==================== bird_layer_flat
$ cat config.mk
export PLATFORM = sky130hd
export DESIGN_NAME = bird_layer_flat
export DESIGN_NICKNAME = d
export VERILOG_FILES = /design/src/rtl/bird_layer_if.sv /design/src/rtl/bird_layer.sv /design/src/flat_wrapper.sv
export SDC_FILE = /design/constraint.sdc
export NUM_CORES = 1
export LEC_CHECK = 0
export CORE_MARGIN = 1.5
export CORE_UTILIZATION = 45
export CTS_CLUSTER_DIAMETER = 60
export CTS_CLUSTER_SIZE = 10
export DETAILED_ROUTE_END_ITERATION = 12
export PLACE_DENSITY_LB_ADDON = 0.2
export SKIP_CTS_REPAIR_TIMING = 1
export SYNTH_ARGS = -nofsm -noshare
export SYNTH_HDL_FRONTEND = slang
export SYNTH_SLANG_ARGS = --single-unit
$ cat constraint.sdc
create_clock -name clk_rgb -period 6.94 [get_ports clk_rgb]
set_input_delay 1.735 -clock clk_rgb [delete_from_list [all_inputs] [get_ports clk_rgb]]
set_output_delay 1.735 -clock clk_rgb [all_outputs]
set_load 0.01 [all_outputs]
$ cat src/rtl/bird_layer_if.sv
// Pixel stream between the iterator and the bird layer, plus the registered
// bird pixel returned toward the RGB mux.
//   x, y, de          : iterator pixel coordinates and active-video flag
//   de_out, hit, r/g/b: bird pixel, one ce-cycle behind x/y/de
interface bird_layer_if #(
  parameter int unsigned X_WIDTH = 10,
  parameter int unsigned Y_WIDTH = 9
);
  logic [X_WIDTH-1:0] x;
  logic [Y_WIDTH-1:0] y;
  logic               de;
  logic               de_out;
  logic               hit;
  logic [7:0]         r;
  logic [7:0]         g;
  logic [7:0]         b;

  modport master (output x, y, de, input de_out, hit, r, g, b);
  modport slave  (input x, y, de, output de_out, hit, r, g, b);
endinterface

$ cat src/rtl/bird_layer.sv
// Flapping-bird game state and pixel layer.
// Runs per-frame bird physics (gravity, flap impulse, ceiling/floor death)
// and emits a registered bird-colour pixel with a matching delayed de.
//   clk_rgb : pixel clock
//   rst     : synchronous active-high reset, priority over ce
//   ce      : clock enable, every register holds while low
//   flap    : raw asynchronous button level, active-high
//   pix     : iterator x/y/de in, bird pixel de_out/hit/r/g/b out
//   bird_y  : top row of the bird square
//   dead    : high while in DEAD
module bird_layer #(
  parameter int unsigned HOR_ACTIVE_PIXELS = 640,
  parameter int unsigned VER_ACTIVE_PIXELS = 480,
  parameter int unsigned BIRD_X            = 160,
  parameter int unsigned BIRD_SIZE         = 16,
  parameter int          GRAVITY           = 1,
  parameter int          FLAP_VELOCITY     = -8,
  parameter int          MAX_FALL_VELOCITY = 8
) (
  input  logic                                        clk_rgb,
  input  logic                                        rst,
  input  logic                                        ce,
  input  logic                                        flap,
  bird_layer_if.slave                                 pix,
  output logic [$clog2(VER_ACTIVE_PIXELS)-1:0]        bird_y,
  output logic                                        dead
);
  localparam int unsigned X_WIDTH = $clog2(HOR_ACTIVE_PIXELS);
  localparam int unsigned Y_WIDTH = $clog2(VER_ACTIVE_PIXELS);
  localparam int unsigned PW      = Y_WIDTH + 2;
  localparam int unsigned YE      = Y_WIDTH + 1;
  localparam int unsigned Y_MAX   = VER_ACTIVE_PIXELS - BIRD_SIZE;

  localparam logic [Y_WIDTH-1:0]   Y_INIT     = Y_WIDTH'(Y_MAX / 2);
  localparam logic [Y_WIDTH-1:0]   Y_FLOOR    = Y_WIDTH'(Y_MAX);
  localparam logic signed [PW-1:0] POS_MAX    = PW'(Y_MAX);
  localparam logic signed [7:0]    VEL_FLAP   = 8'(FLAP_VELOCITY);
  localparam logic signed [7:0]    VEL_GRAV   = 8'(GRAVITY);
  localparam logic signed [7:0]    VEL_MAX    = 8'(MAX_FALL_VELOCITY);

  typedef enum logic [1:0] {
    IDLE   = 2'd0,
    FLYING = 2'd1,
    DEAD   = 2'd2
  } state_t;

  state_t              state;
  logic signed [7:0]   vel;
  logic                flap_meta;
  logic                flap_sync;
  logic                flap_prev;
  logic                flap_pending;

  logic                flap_rise_c;
  logic                frame_tick_c;
  logic                req_c;
  logic                hit_c;
  logic signed [7:0]   vel_inc_c;
  logic signed [7:0]   fly_vel_c;
  logic signed [PW-1:0] fly_pos_c;
  logic                under_c;
  logic                over_c;

  // Control strobes: synchronized flap edge and last-active-pixel tick.
  always_comb begin
    flap_rise_c  = flap_sync & ~flap_prev;
    frame_tick_c = ce & pix.de & (pix.x == X_WIDTH'(HOR_ACTIVE_PIXELS - 1))
                   & (pix.y == Y_WIDTH'(VER_ACTIVE_PIXELS - 1));
    req_c        = flap_pending | flap_rise_c;
  end

  // Candidate physics update for one frame of flight.
  always_comb begin
    vel_inc_c = vel + VEL_GRAV;
    if (req_c)
      fly_vel_c = VEL_FLAP;
    else if (vel_inc_c > VEL_MAX)
      fly_vel_c = VEL_MAX;
    else
      fly_vel_c = vel_inc_c;
    fly_pos_c = $signed({2'b00, bird_y}) + PW'(fly_vel_c);
    under_c   = fly_pos_c[PW-1];
    over_c    = fly_pos_c > POS_MAX;
  end

  // Bird square test against the pre-update bird_y.
  always_comb begin
    hit_c = pix.de
            && (pix.x >= X_WIDTH'(BIRD_X))
            && (pix.x <  X_WIDTH'(BIRD_X + BIRD_SIZE))
            && ({1'b0, pix.y} >= {1'b0, bird_y})
            && ({1'b0, pix.y} <  ({1'b0, bird_y} + YE'(BIRD_SIZE)));
  end

  // Game FSM, flap synchronizer and registered pixel output.
  always_ff @(posedge clk_rgb) begin
    if (rst) begin
      state        <= IDLE;
      bird_y       <= Y_INIT;
      vel          <= '0;
      flap_meta    <= 1'b0;
      flap_sync    <= 1'b0;
      flap_prev    <= 1'b0;
      flap_pending <= 1'b0;
      dead         <= 1'b0;
      pix.de_out   <= 1'b0;
      pix.hit      <= 1'b0;
      pix.r        <= '0;
      pix.g        <= '0;
      pix.b        <= '0;
    end else if (ce) begin
      flap_meta <= flap;
      flap_sync <= flap_meta;
      flap_prev <= flap_sync;

      // A tick always consumes any pending request, used or not.
      if (frame_tick_c)
        flap_pending <= 1'b0;
      else if (flap_rise_c)
        flap_pending <= 1'b1;

      pix.de_out <= pix.de;
      pix.hit    <= hit_c;
      pix.r      <= hit_c ? 8'd255 : 8'd0;
      pix.g      <= (hit_c && state != DEAD) ? 8'd220 : 8'd0;
      pix.b      <= '0;

      if (frame_tick_c) begin
        case (state)
          IDLE, FLYING: begin
            // IDLE waits for a request, then flaps in the same tick.
            if (state == FLYING || req_c) begin
              if (under_c) begin
                bird_y <= '0;
                vel    <= '0;
                state  <= DEAD;
                dead   <= 1'b1;
              end else if (over_c) begin
                bird_y <= Y_FLOOR;
                vel    <= '0;
                state  <= DEAD;
                dead   <= 1'b1;
              end else begin
                bird_y <= Y_WIDTH'(fly_pos_c);
                vel    <= fly_vel_c;
                state  <= FLYING;
              end
            end
          end
          DEAD: begin
            if (req_c) begin
              bird_y <= Y_INIT;
              vel    <= '0;
              state  <= IDLE;
              dead   <= 1'b0;
            end
          end
          default: begin
            state <= IDLE;
            dead  <= 1'b0;
          end
        endcase
      end
    end
  end
endmodule

$ cat src/flat_wrapper.sv
// flat-port wrapper written by rule: the top's interface ports become plain ports
module bird_layer_flat 
#(
  parameter int unsigned HOR_ACTIVE_PIXELS = 640,
  parameter int unsigned VER_ACTIVE_PIXELS = 480,
  parameter int unsigned BIRD_X            = 160,
  parameter int unsigned BIRD_SIZE         = 16,
  parameter int          GRAVITY           = 1,
  parameter int          FLAP_VELOCITY     = -8,
  parameter int          MAX_FALL_VELOCITY = 8
)
  (clk_rgb, rst, ce, flap, bird_y, dead, pix_x, pix_y, pix_de, pix_de_out, pix_hit, pix_r, pix_g, pix_b);
  bird_layer_if #(.X_WIDTH(10), .Y_WIDTH(9)) pix_i ();
  input  logic clk_rgb;
  input  logic rst;
  input  logic ce;
  input  logic flap;
  output logic [$clog2(VER_ACTIVE_PIXELS)-1:0] bird_y;
  output logic dead;
  input wire logic [$bits(pix_i.x)-1:0] pix_x;
  input wire logic [$bits(pix_i.y)-1:0] pix_y;
  input wire logic [$bits(pix_i.de)-1:0] pix_de;
  output wire logic [$bits(pix_i.de_out)-1:0] pix_de_out;
  output wire logic [$bits(pix_i.hit)-1:0] pix_hit;
  output wire logic [$bits(pix_i.r)-1:0] pix_r;
  output wire logic [$bits(pix_i.g)-1:0] pix_g;
  output wire logic [$bits(pix_i.b)-1:0] pix_b;
  assign pix_i.x = pix_x;
  assign pix_i.y = pix_y;
  assign pix_i.de = pix_de;
  assign pix_de_out = pix_i.de_out;
  assign pix_hit = pix_i.hit;
  assign pix_r = pix_i.r;
  assign pix_g = pix_i.g;
  assign pix_b = pix_i.b;
  bird_layer #(.HOR_ACTIVE_PIXELS(HOR_ACTIVE_PIXELS), .VER_ACTIVE_PIXELS(VER_ACTIVE_PIXELS), .BIRD_X(BIRD_X), .BIRD_SIZE(BIRD_SIZE), .GRAVITY(GRAVITY), .FLAP_VELOCITY(FLAP_VELOCITY), .MAX_FALL_VELOCITY(MAX_FALL_VELOCITY)) u_core (.clk_rgb(clk_rgb), .rst(rst), .ce(ce), .flap(flap), .pix(pix_i), .bird_y(bird_y), .dead(dead));
endmodule
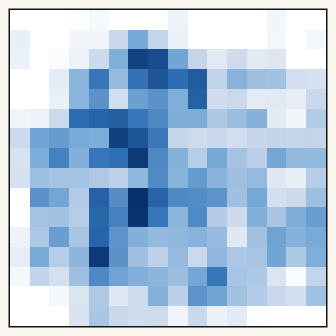
bird_layer_flat/wire_density.png
(4 px per µm) 16 x 16 tiles, from white (low) to dark blue (high), scaled to the fullest tile. Values are wire area over tile area, all layers added.
The densest ninth of the die: middle. The fullest tile reaches 0.48. 15% of the tiles are nearly empty. The mean over all tiles is 0.16. The emptiest ninth of the die: top right. 24% of the tiles are over half the peak.

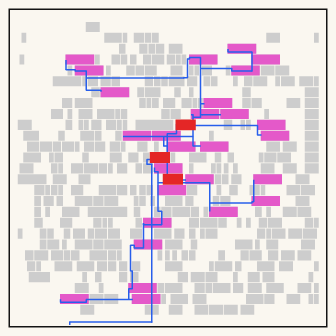
bird_layer_flat/clock_map.png
(4 px per µm)
Key: red = cells driving clock nets [count 3]; blue = clock wires [length 333 µm]; magenta = flip-flops [count 27]
There are 4 routed clock nets.

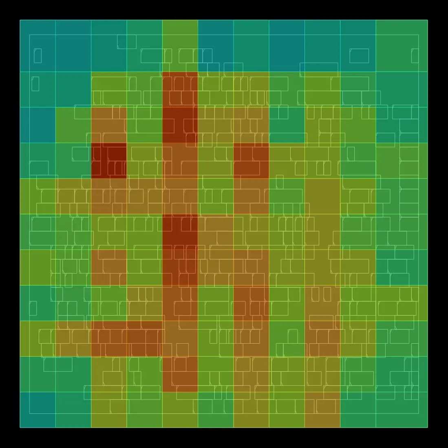
bird_layer_flat/final_congestion.png
met2 GRT Util: 0.3402
met3 usage: 0.02874
Global Route met1 Usage: 0.2819
post-layout util: 0.5481
GRT Overall Usage: 0.2050

==> reports/metrics.yaml <==
buffers: 48
crit_type: "reg2reg"
gr-total-overflow: 0
largest_register_ffs: 9
seq_power_mw: 0.156
top_power_group: "registers"
root_buffer: "clkbuf_8"
vdd_drop_max_mv: 0.07689
switchingPower_mw: 0.08680
ys_sh_xor: 0.05387
crit_fanout: 13
status: "complete, no violations"
synth-async-reset-ratio: 0
seq_area_frac: 0.1780
period_minus_slack_ns: 5.087
max-slew-margin-rel: 0.2774
core_area_um2: 5540
die_h_um: 79.03
edf_count: 0
dr_total_vias: 2415
logic_area_um2: 1805
first_iter_violations: 199
io_pins: 60
powerClk_mw: 0.0922
totalNegativeSetupSlack_ns: 0
yosysWarnings: 0

==================== op_sequencer
[config.mk]
export PLATFORM = sky130hd
export DESIGN_NAME = op_sequencer
export DESIGN_NICKNAME = d
export VERILOG_FILES = /design/src/rtl/op_pkg.sv /design/src/rtl/op_sequencer_dec2to4.sv /design/src/rtl/op_sequencer.sv
export SDC_FILE = /design/constraint.sdc
export NUM_CORES = 1
export LEC_CHECK = 0
export CAP_MARGIN = 20
export CELL_PAD_IN_SITES_DETAIL_PLACEMENT = 1
export CELL_PAD_IN_SITES_GLOBAL_PLACEMENT = 1
export CORE_MARGIN = 1.5
export CORE_UTILIZATION = 31
export CTS_CLUSTER_SIZE = 20
export DETAILED_ROUTE_END_ITERATION = 8
export PLACE_DENSITY = 0.93
export RECOVER_POWER = 100
export SETUP_SLACK_MARGIN = 0.5
export SYNTH_ARGS = -nofsm -noshare
export SYNTH_HDL_FRONTEND = slang
export SYNTH_HIERARCHICAL = 1
export SYNTH_SLANG_ARGS = --single-unit
[constraint.sdc]
create_clock -name clk -period 2.55 [get_ports clk]
set_input_delay 0.51 -clock clk [delete_from_list [all_inputs] [get_ports clk]]
set_output_delay 0.51 -clock clk [all_outputs]
set_load 0.02 [all_outputs]
[src/rtl/op_pkg.sv]
// Shared definitions for the operation sequencer: FSM encoding, default widths
// and operation codes.
`timescale 1ns/1ps
package op_pkg;

    localparam int W_IN_DEF  = 4;
    localparam int W_OUT_DEF = 8;

    typedef enum logic [1:0] {
        S_IDLE = 2'd0,
        S_EXEC = 2'd1,
        S_HOLD = 2'd2
    } state_t;

    localparam logic [1:0] OP0 = 2'd0;
    localparam logic [1:0] OP1 = 2'd1;
    localparam logic [1:0] OP2 = 2'd2;
    localparam logic [1:0] OP3 = 2'd3;

endpackage

[src/rtl/op_sequencer_dec2to4.sv]
// 2-to-4 one-hot decoder with enable; drives the op unit enables.
`timescale 1ns/1ps
module dec2to4 (
    input  logic [1:0] sel,
    input  logic       en,
    output logic [3:0] y
);

    always_comb begin
        // NOTE: default assignment first so every path drives y; no latch is inferred.
        y = 4'b0000;
        if (en) begin
            y[sel] = 1'b1;
        end
    end

endmodule

[src/rtl/op_sequencer.sv]
// Request/result sequencer: registers an operation, enables one op unit for a
// single cycle, captures its result and holds it until the consumer takes it.
`timescale 1ns/1ps
module op_sequencer
    import op_pkg::*;
#(
    parameter int W_IN  = W_IN_DEF,
    parameter int W_OUT = W_OUT_DEF
) (
    input  logic             clk,
    input  logic             rst,
    input  logic             req_valid,
    output logic             req_ready,
    input  logic [1:0]       OP,
    input  logic [W_IN-1:0]  XI,
    input  logic [W_IN-1:0]  YI,
    output logic [W_IN-1:0]  X,
    output logic [W_IN-1:0]  Y,
    output logic [3:0]       H,
    input  logic [W_OUT-1:0] C,
    output logic             res_valid,
    input  logic             res_ready,
    output logic [W_OUT-1:0] R,
    output logic [1:0]       R_OP,
    output logic [7:0]       ops_done
);

    state_t     state;
    logic [1:0] op_q;

    // HOLD forwards res_ready so a retiring result and a new request share an edge.
    assign req_ready = !rst && ((state == S_IDLE) || ((state == S_HOLD) && res_ready));

    dec2to4 u_dec (
        .sel (op_q),
        .en  (state == S_EXEC),
        .y   (H)
    );

    always_ff @(posedge clk) begin
        // NOTE: sequential state uses non-blocking assignments so every register
        // samples pre-edge values regardless of statement order.
        if (rst) begin
            // NOTE: every register here is a plain flop (no memory arrays), so all
            // of them are reset and an in-flight request is simply dropped.
            state     <= S_IDLE;
            op_q      <= OP0;
            X         <= '0;
            Y         <= '0;
            R         <= '0;
            R_OP      <= OP0;
            res_valid <= 1'b0;
            ops_done  <= 8'd0;
        end else begin
            case (state)
                S_IDLE: begin
                    if (req_valid) begin
                        op_q  <= OP;
                        X     <= XI;
                        Y     <= YI;
                        state <= S_EXEC;
                    end
                end
                S_EXEC: begin
                    R         <= C;
                    R_OP      <= op_q;
                    res_valid <= 1'b1;
                    state     <= S_HOLD;
                end
                S_HOLD: begin
                    if (res_ready) begin
                        res_valid <= 1'b0;
                        ops_done  <= ops_done + 8'd1;
                        if (req_valid) begin
                            op_q  <= OP;
                            X     <= XI;
                            Y     <= YI;
                            state <= S_EXEC;
                        end else begin
                            state <= S_IDLE;
                        end
                    end
                end
                default: state <= S_IDLE;
            endcase
        end
    end

endmodule

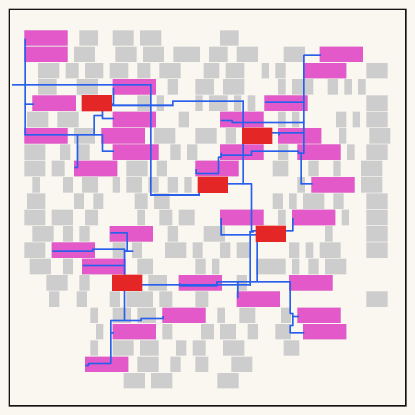
op_sequencer/clock_map.png
(6 px per µm)
Key: red = cells driving clock nets [count 5]; blue = clock wires [length 389 µm]; magenta = flip-flops [count 31]
Position of the flops: widely spread.

==> reports/metrics.yaml <==
status: "complete, no violations"
ys_cells: 137
rows: 22
fp_util: 0.3296
yosys-top-cells-count: "dfxtp_1 (31), nand2_1 (23), a21oi_1 (22)"
p_clk_frac: 0.354
grt_busiest_layer: "met2"
layout_top_cell: "dfxtp_1"
first_iter_violations: 36
root_buffer: "clkbuf_8"
endpoint: "H[0]"
swShare: 0.2488
synth_area_per_cell_um2: 8.941
grt_max_degree: 32
die-area_um2: 4338
max_stage_delay_ns: 0.41
ys_sh_xor: 0.01430
ff_type: "dfxtp_1"
postCtsSetupRepairBufs: 0
p_comb_mw: 0.167
gp_congestion: 0.7070
synthMuxAreaShare: 0.008172
seq_area_frac: 0.3278
holdWs_ns: 0.4553


==> layout pictures side by side <==
Logic cells by family.
(8 px per µm)
picture 1
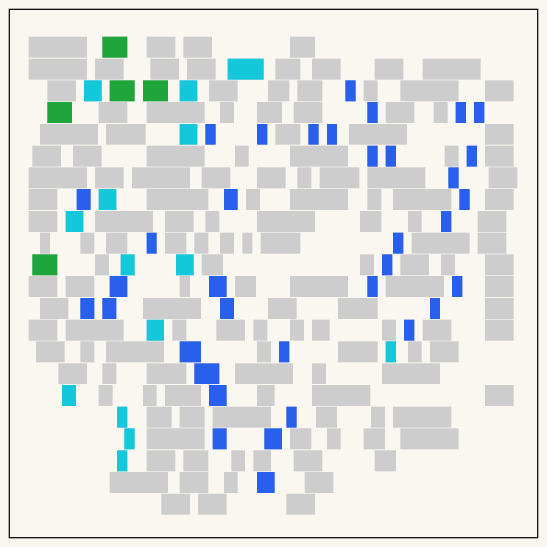
picture 2
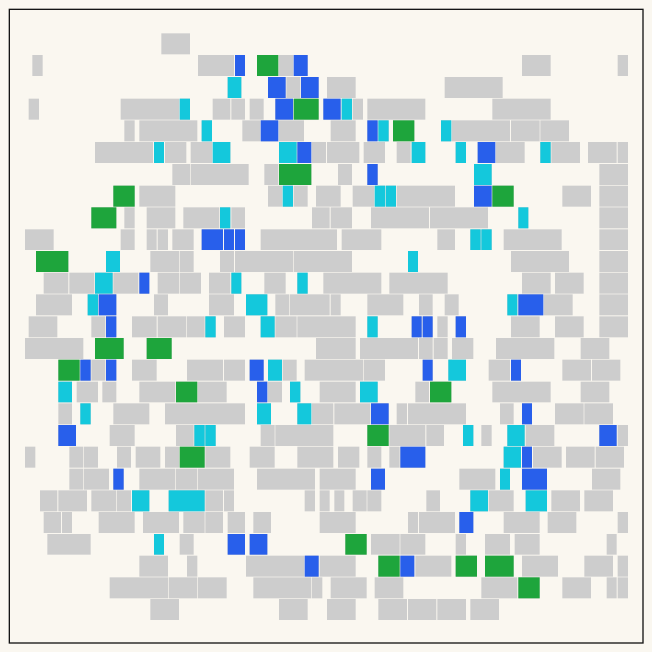
- most cells: picture 2
- largest die: picture 2
op_sequencer -> picture 1
bird_layer_flat -> picture 2

Key to picture 1:
Key: blue = NAND gates [cells 36, most used nand2_1]; green = AND-OR and OR-AND gates [cells 5, most used o22a_1, where top left]; cyan = NOR gates [cells 14, most used nor2b_1]

